=== design 1 ===
### The metal 2 layer, design 1

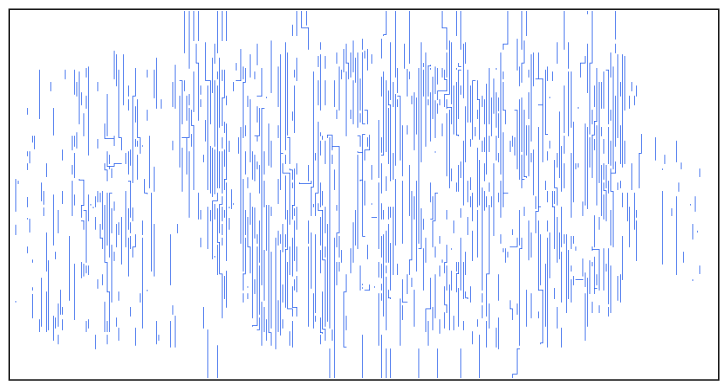
### Metal 1, design 1

Scale bar: 50 µm. Cells faint in the background.
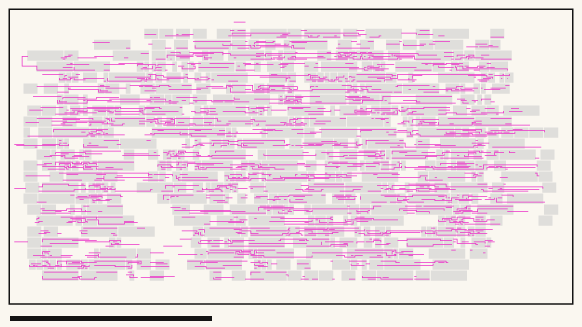
[config.mk]
export PLATFORM = sky130hd
export DESIGN_NAME = bin_to_bcd_seq
export DESIGN_NICKNAME = d
export VERILOG_FILES = /design/src/rtl/bcd_pkg.sv /design/src/rtl/bcd_add3_digit.sv /design/src/rtl/bin_to_bcd_seq.sv
export SDC_FILE = /design/constraint.sdc
export NUM_CORES = 1
export LEC_CHECK = 0
export ABC_CLOCK_PERIOD_IN_PS = 1900
export CORE_ASPECT_RATIO = 0.5
export CORE_MARGIN = 3
export CORE_UTILIZATION = 55
export DETAILED_ROUTE_END_ITERATION = 8
export GPL_ROUTABILITY_DRIVEN = 0
export HOLD_SLACK_MARGIN = 0.15
export PLACE_DENSITY = 0.86
export SLEW_MARGIN = 20
export SYNTH_ARGS = -nofsm -noshare
export SYNTH_HDL_FRONTEND = slang
export SYNTH_SLANG_ARGS = --single-unit
[constraint.sdc]
create_clock -name CLK -period 1.9 [get_ports CLK]
set_input_delay 0.38 -clock CLK [delete_from_list [all_inputs] [get_ports CLK]]
set_output_delay 0.38 -clock CLK [all_outputs]
set_load 0.01 [all_outputs]
[src/rtl/bcd_pkg.sv]
// rtl/bcd_pkg.sv - shared types and constants for the binary-to-BCD converter
package bcd_pkg;

  typedef enum logic {
    IDLE  = 1'b0,
    SHIFT = 1'b1
  } state_t;

  localparam int          DIGIT_W     = 4;
  localparam logic [3:0]  ADD3_THRESH = 4'd5;
  localparam logic [3:0]  BCD_NINE    = 4'h9;
  localparam logic [26:0] MAX_DEC_8   = 27'd99_999_999;

  // Largest value representable in 'digits' decimal digits (10^digits - 1).
  function automatic logic [63:0] max_dec(input int digits);
    logic [63:0] r;
    r = 64'd0;
    for (int i = 0; i < digits; i++) begin
      r = r * 64'd10 + 64'd9;
    end
    return r;
  endfunction

endpackage

[src/rtl/bcd_add3_digit.sv]
// rtl/bcd_add3_digit.sv - combinational double-dabble cell: add 3 to a digit >= 5
module bcd_add3_digit
  import bcd_pkg::*;
(
  input  logic [DIGIT_W-1:0] digit,
  output logic [DIGIT_W-1:0] adj
);

  assign adj = (digit >= ADD3_THRESH) ? digit + 4'd3 : digit;

endmodule

[src/rtl/bin_to_bcd_seq.sv]
// rtl/bin_to_bcd_seq.sv - sequential double-dabble binary to packed BCD, optional BIN_TO_BCD_AUTO_REFRESH_EN
module bin_to_bcd_seq
  import bcd_pkg::*;
#(
  parameter int BIN_W  = 27,
  parameter int DIGITS = 8
) (
  input  logic                CLK,
  input  logic                RST_N,
  input  logic                START,
  input  logic [BIN_W-1:0]    BIN,
  output logic                BUSY,
  output logic                DONE,
  output logic [DIGITS*4-1:0] BCD,
  output logic                OVF
);

  localparam int BCD_W  = DIGITS * DIGIT_W;
  localparam int WORK_W = BCD_W + BIN_W;
  localparam int CNT_W  = $clog2(BIN_W + 1);
  localparam logic [CNT_W-1:0] LAST_ITER = CNT_W'(BIN_W - 1);
  localparam logic [63:0]      MAX_DEC   = max_dec(DIGITS);

  state_t            state;
  state_t            state_nxt;
  logic [WORK_W-1:0] work;
  logic [WORK_W-1:0] work_shift;
  logic [BCD_W-1:0]  adj;
  logic [CNT_W-1:0]  cnt;
  logic              ovf_pend;
  logic              ovf_cmp;
  logic              go;
  logic              last;

`ifdef BIN_TO_BCD_AUTO_REFRESH_EN
  assign go = START | 1'b1;
`else
  assign go = START;
`endif

  genvar g;
  generate
    for (g = 0; g < DIGITS; g++) begin : g_digit
      bcd_add3_digit u_digit (
        .digit (work[BIN_W + g*DIGIT_W +: DIGIT_W]),
        .adj   (adj[g*DIGIT_W +: DIGIT_W])
      );
    end
  endgenerate

  // Adjusted digits and the remaining binary bits move left together.
  assign work_shift = {adj[BCD_W-2:0], work[BIN_W-1:0], 1'b0};
  assign last       = (cnt == LAST_ITER);
  assign ovf_cmp    = ({{(64-BIN_W){1'b0}}, BIN} > MAX_DEC);
  assign BUSY       = (state == SHIFT);

  always_ff @(posedge CLK or negedge RST_N) begin
    if (!RST_N) begin
      state <= IDLE;
    end else begin
      state <= state_nxt;
    end
  end

  always_comb begin
    state_nxt = state;
    case (state)
      IDLE:    if (go)   state_nxt = SHIFT;
      SHIFT:   if (last) state_nxt = IDLE;
      default: state_nxt = IDLE;
    endcase
  end

  // BCD/OVF are only written on the final iteration so the display never sees partial results.
  always_ff @(posedge CLK or negedge RST_N) begin
    if (!RST_N) begin
      work     <= '0;
      cnt      <= '0;
      ovf_pend <= 1'b0;
      BCD      <= '0;
      OVF      <= 1'b0;
      DONE     <= 1'b0;
    end else begin
      DONE <= 1'b0;
      case (state)
        IDLE: begin
          if (go) begin
            work     <= {{BCD_W{1'b0}}, BIN};
            ovf_pend <= ovf_cmp;
            cnt      <= '0;
          end
        end
        SHIFT: begin
          work <= work_shift;
          cnt  <= cnt + CNT_W'(1);
          if (last) begin
            BCD  <= ovf_pend ? {DIGITS{BCD_NINE}} : work_shift[WORK_W-1 -: BCD_W];
            OVF  <= ovf_pend;
            DONE <= 1'b1;
          end
        end
        default: ;
      endcase
    end
  end

endmodule

==> CHANGELOG.md <==
### Implementation results

- Status: finished clean
- Length of routed met3 wiring: 490 µm
- WHS Path Cells: 2
- Required @ worst endpoint: 1.52 ns
- PnR Total Power: 0.00992 W
- Final min period: 1.81 ns
- Post-Layout Cell Count: 642
- Max Fclk: 554 MHz
- Post-CTS setup buffers: 0
- Most numerous logic cell after layout: dfrtp_1
- Met3 Track Usage GR: 4.94%
- Top Usage Layer GRT: met2
- 1st-iter DRT viols: 207
- Pre-antenna DRT Iters: 4
- Cell Type Count: 32
- Register share after synthesis: 51.4%
- Top layer in use: met4
Notes on 'The metal 2 layer' of design 1 above:
- wire length on this layer: 4930 µm
- longest straight run: 37.4 µm

Notes on 'Metal 1' of design 1 above:
- share of all routed wire: 46%
- longest straight run: 27.1 µm
- nets with wire on the layer: 517
- main direction: horizontal
- wire length on this layer: 4740 µm

final cells by class:
class / count / area share, %
multi-input cells: 318 / 36.4
repair buffers: 77 / 12.7
flip-flops and latches: 100 / 42.1
clock buffers: 14 / 4.60
clock inverters: 1 / 0.504
well taps: 112 / 2.35
inverters: 20 / 1.30
flip-flops by register name, indices dropped and copies added (netlist names):
signal,cells
OVF,1
work,59
DONE,1
BCD,32
ovf_pend,1
cnt,5
BUSY,1
worst min-delay path, cell delays in order, from the launching register on:
cell	delay, ns
dfrtp_1	0.35
nand2_1	0.05
o21ai_0	0.06

=== design 2 ===
$ cat config.mk
export PLATFORM = sky130hd
export DESIGN_NAME = matrix_write_arbiter
export DESIGN_NICKNAME = d
export VERILOG_FILES = /design/src/rtl/matrix_write_arbiter.sv
export SDC_FILE = /design/constraint.sdc
export NUM_CORES = 1
export LEC_CHECK = 0
export ABC_CLOCK_PERIOD_IN_PS = 3600
export CAP_MARGIN = 10
export CORE_MARGIN = 10
export CORE_UTILIZATION = 41
export DETAILED_ROUTE_END_ITERATION = 12
export PLACE_DENSITY_LB_ADDON = 0.25
export SYNTH_ARGS = -nofsm -noshare
export SYNTH_HDL_FRONTEND = slang
export SYNTH_SLANG_ARGS = --single-unit
$ cat constraint.sdc
create_clock -name clk -period 3.6 [get_ports clk]
set_clock_uncertainty 0.15 [all_clocks]
set_input_delay 0.72 -clock clk [delete_from_list [all_inputs] [get_ports clk]]
set_output_delay 0.72 -clock clk [all_outputs]
set_load 0.01 [all_outputs]
$ cat src/rtl/matrix_write_arbiter.sv
// matrix_write_arbiter
//   Round-robin arbiter that merges NUM_REQ packetised write streams into a
//   single registered RAM write port. Once a requester wins with a non-final
//   beat it owns the port until its last beat is accepted. Single-beat
//   packets never leave IDLE, so back-to-back packets run at one beat/cycle.
//
// Parameters
//   NUM_REQ  number of write requesters (2..4)
//   ADDR_W   RAM write address width
//   DATA_W   RAM write data width
//
// Ports
//   clk, rst           clock, synchronous active-high reset
//   req_valid/last     per-requester beat valid / final-beat flag
//   req_addr/data      per-requester beat, requester i at [i*W +: W]
//   req_ready          per-requester accept (combinational)
//   abort              drop ownership, no accept this cycle
//   ram_wr_en/addr/data registered RAM write, one cycle after accept
//   grant_id           requester index of the most recent accept
//   busy               high while a multi-beat packet owns the port
//   stats_clr, wr_count (only with MATRIX_WRITE_ARB_STATS_EN) per-requester
//                      saturating 12-bit beat counters, synchronous clear
//
// Build option: define MATRIX_WRITE_ARB_STATS_EN to add the beat counters.

`ifdef MATRIX_WRITE_ARB_STATS_EN
// Per-requester saturating beat counter; clear beats a same-cycle increment.
module mwa_stat_ctr (
  input  logic        clk,
  input  logic        rst,
  input  logic        clr,
  input  logic        inc,
  output logic [11:0] cnt
);
  always_ff @(posedge clk) begin
    if (rst || clr)                cnt <= '0;
    else if (inc && cnt != 12'hFFF) cnt <= cnt + 12'd1;
  end
endmodule
`endif

module matrix_write_arbiter #(
  parameter int NUM_REQ = 2,
  parameter int ADDR_W  = 11,
  parameter int DATA_W  = 32
) (
  input  logic                      clk,
  input  logic                      rst,
  input  logic [NUM_REQ-1:0]        req_valid,
  input  logic [NUM_REQ*ADDR_W-1:0] req_addr,
  input  logic [NUM_REQ*DATA_W-1:0] req_data,
  input  logic [NUM_REQ-1:0]        req_last,
  output logic [NUM_REQ-1:0]        req_ready,
  input  logic                      abort,
  output logic                      ram_wr_en,
  output logic [ADDR_W-1:0]         ram_wr_addr,
  output logic [DATA_W-1:0]         ram_wr_data,
  output logic [1:0]                grant_id,
  output logic                      busy
`ifdef MATRIX_WRITE_ARB_STATS_EN
  ,
  input  logic                      stats_clr,
  output logic [NUM_REQ*12-1:0]     wr_count
`endif
);

  localparam logic [1:0] LAST_IDX = 2'(NUM_REQ - 1);
  localparam logic [2:0] NREQ3    = 3'(NUM_REQ);

  typedef enum logic { IDLE = 1'b0, BURST = 1'b1 } state_t;

  typedef struct packed {
    logic              en;
    logic [ADDR_W-1:0] addr;
    logic [DATA_W-1:0] data;
    logic [1:0]        id;
  } wr_t;

  state_t     state, state_nxt;
  logic [1:0] owner, owner_nxt;
  logic [1:0] rr_ptr, rr_ptr_nxt;
  wr_t        wr_q;

  // Requester views padded to 4 entries so a 2-bit index is always in range.
  logic [3:0]             valid4, last4, ready4;
  logic [3:0][ADDR_W-1:0] addr4;
  logic [3:0][DATA_W-1:0] data4;

  always_comb begin
    valid4 = '0;
    last4  = '0;
    addr4  = '0;
    data4  = '0;
    for (int i = 0; i < NUM_REQ; i++) begin
      valid4[i] = req_valid[i];
      last4[i]  = req_last[i];
      addr4[i]  = req_addr[i*ADDR_W +: ADDR_W];
      data4[i]  = req_data[i*DATA_W +: DATA_W];
    end
  end

  // Round-robin search starting at rr_ptr, wrapping modulo NUM_REQ.
  logic [1:0] winner;
  logic       win_vld;
  logic [2:0] sum;

  always_comb begin
    winner  = '0;
    win_vld = 1'b0;
    sum     = '0;
    for (int k = 0; k < NUM_REQ; k++) begin
      sum = {1'b0, rr_ptr} + 3'(k);
      if (sum >= NREQ3) sum = sum - NREQ3;
      if (!win_vld && valid4[sum[1:0]]) begin
        winner  = sum[1:0];
        win_vld = 1'b1;
      end
    end
  end

  // Next-state / grant logic. sel is the single requester that may be
  // granted this cycle: the search winner in IDLE, the owner in BURST.
  logic [1:0] sel;
  logic       grant_ok;
  logic       accept;

  always_comb begin
    state_nxt  = state;
    owner_nxt  = owner;
    rr_ptr_nxt = rr_ptr;
    sel        = winner;
    grant_ok   = 1'b0;
    accept     = 1'b0;
    ready4     = '0;

    case (state)
      IDLE:    begin sel = winner; grant_ok = win_vld; end
      BURST:   begin sel = owner;  grant_ok = 1'b1;    end
      default: begin sel = winner; grant_ok = 1'b0;    end
    endcase

    if (rst || abort) grant_ok = 1'b0;

    // Owner sees ready even with valid low; that just stalls the burst.
    if (grant_ok) ready4 = 4'b0001 << sel;
    accept = grant_ok && valid4[sel];

    if (accept) begin
      if (last4[sel]) begin
        state_nxt  = IDLE;
        rr_ptr_nxt = (sel == LAST_IDX) ? 2'd0 : sel + 2'd1;
      end else begin
        state_nxt = BURST;
        owner_nxt = sel;
      end
    end

    if (abort) state_nxt = IDLE;
  end

  assign req_ready = ready4[NUM_REQ-1:0];

  always_ff @(posedge clk) begin
    if (rst) begin
      state  <= IDLE;
      owner  <= '0;
      rr_ptr <= '0;
      wr_q   <= '0;
    end else begin
      state   <= state_nxt;
      owner   <= owner_nxt;
      rr_ptr  <= rr_ptr_nxt;
      wr_q.en <= accept;
      // Address/data/id hold their last value between writes.
      if (accept) begin
        wr_q.addr <= addr4[sel];
        wr_q.data <= data4[sel];
        wr_q.id   <= sel;
      end
    end
  end

  assign ram_wr_en   = wr_q.en;
  assign ram_wr_addr = wr_q.addr;
  assign ram_wr_data = wr_q.data;
  assign grant_id    = wr_q.id;
  assign busy        = (state == BURST);

`ifdef MATRIX_WRITE_ARB_STATS_EN
  for (genvar i = 0; i < NUM_REQ; i++) begin : g_stat
    mwa_stat_ctr u_ctr (
      .clk (clk),
      .rst (rst),
      .clr (stats_clr),
      .inc (accept && (sel == 2'(i))),
      .cnt (wr_count[i*12 +: 12])
    );
  end
`endif

endmodule

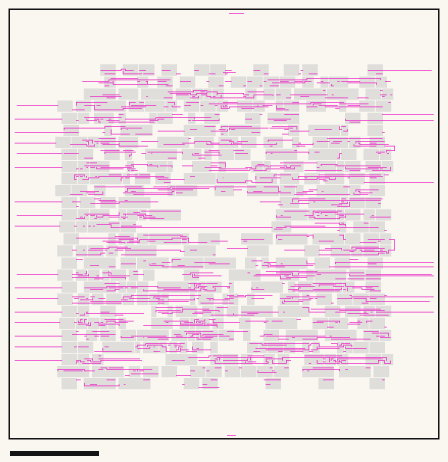
*Metal 1, design 2*
Scale bar: 20 µm. Cells faint in the background.
- share of all routed wire: 40%
- longest straight run: 36.3 µm
- wire length on this layer: 3230 µm
- main direction: horizontal
- nets with wire on the layer: 402

==> CHANGELOG.md <==
### Implementation results

- Multi-input gates: 160
- Crit path capture type: primary output
- PnR Total Power: 0.00128 W
- Clock-pin slew on the worst setup and hold paths: 0.09 ns
- Hold-fix buffers, CTS: 0
- Core ar.: 0.00561 mm²
- Signal buffers: 150
- Top cells, area: dfxtp_1, a211oi_2, a22oi_1, a21oi_1, a211oi_1
- Main flop type: dfxtp_1
- Comb group: 0.000358 W
- GP Congestion: 0.862
- Finish-stage setup viols: 0
- Logic gate share of total power: 28.0%
- Die width: 96.5 µm
- Status: finished clean
- Worst-Skew Late Latency: 0.29 ns
- Most used cell along the critical path: clkdlybuf4s50_1
- Antenna violations before repair: 0
- Mapped Area: 0.00240 mm²
- Die Size: 0.00931 mm²
- #FFs+latches synth: 51
- Sw Ratio: 27.4%
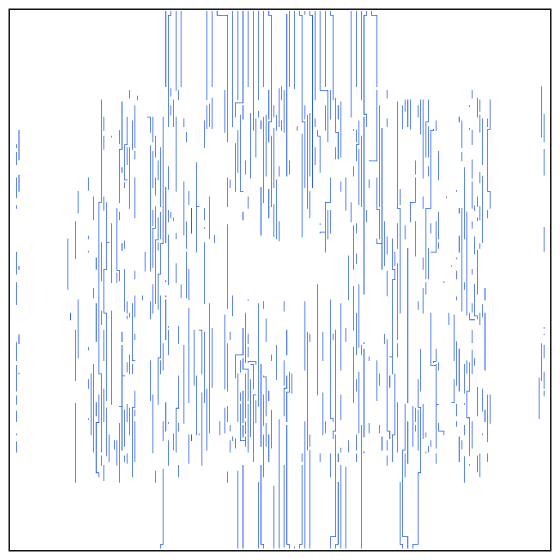
*The metal 2 layer, design 2*
- nets with wire on the layer: 400
- wire length on this layer: 3680 µm
- share of all routed wire: 45%
- main direction: vertical
- longest straight run: 31.6 µm

## per-layer routing
layer  GRT usage [%]  part of all wire [%]  vias up
li1                -                     -     1202
met1            19.6                    40     1124
met2            26.4                    45      114
met3            9.48                    14        4
met4            3.87                  0.70        0
met5               0                     0        -
## cells by family after synthesis
group / count (synthesis)
AOI/OAI and AO/OA: 144
DFF: 51
buffers and inverters: 32
and+or+nand+nor: 16
## flip-flops by register name, indices dropped and copies added, names as in the netlist
register and count:
ram_wr_addr 11, ram_wr_en 1, grant_id 2, ram_wr_data 32, busy 1, owner 2
rr_ptr 2


==> notes/layouts.md <==
Pictures saved along the way, in no particular order.

Clock nets.
panel A
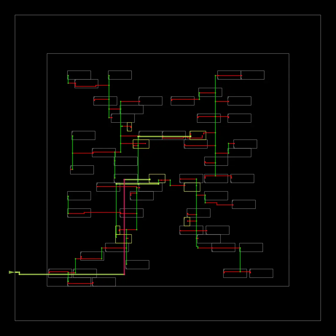
panel B
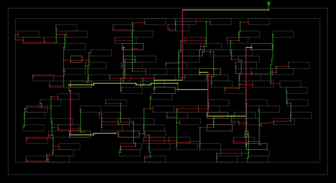
- most sequential cells: panel B
- most clock buffers: panel B
panel B: design 1
panel A: design 2

No activity file was given, so power comes from the tool's default toggle rates.
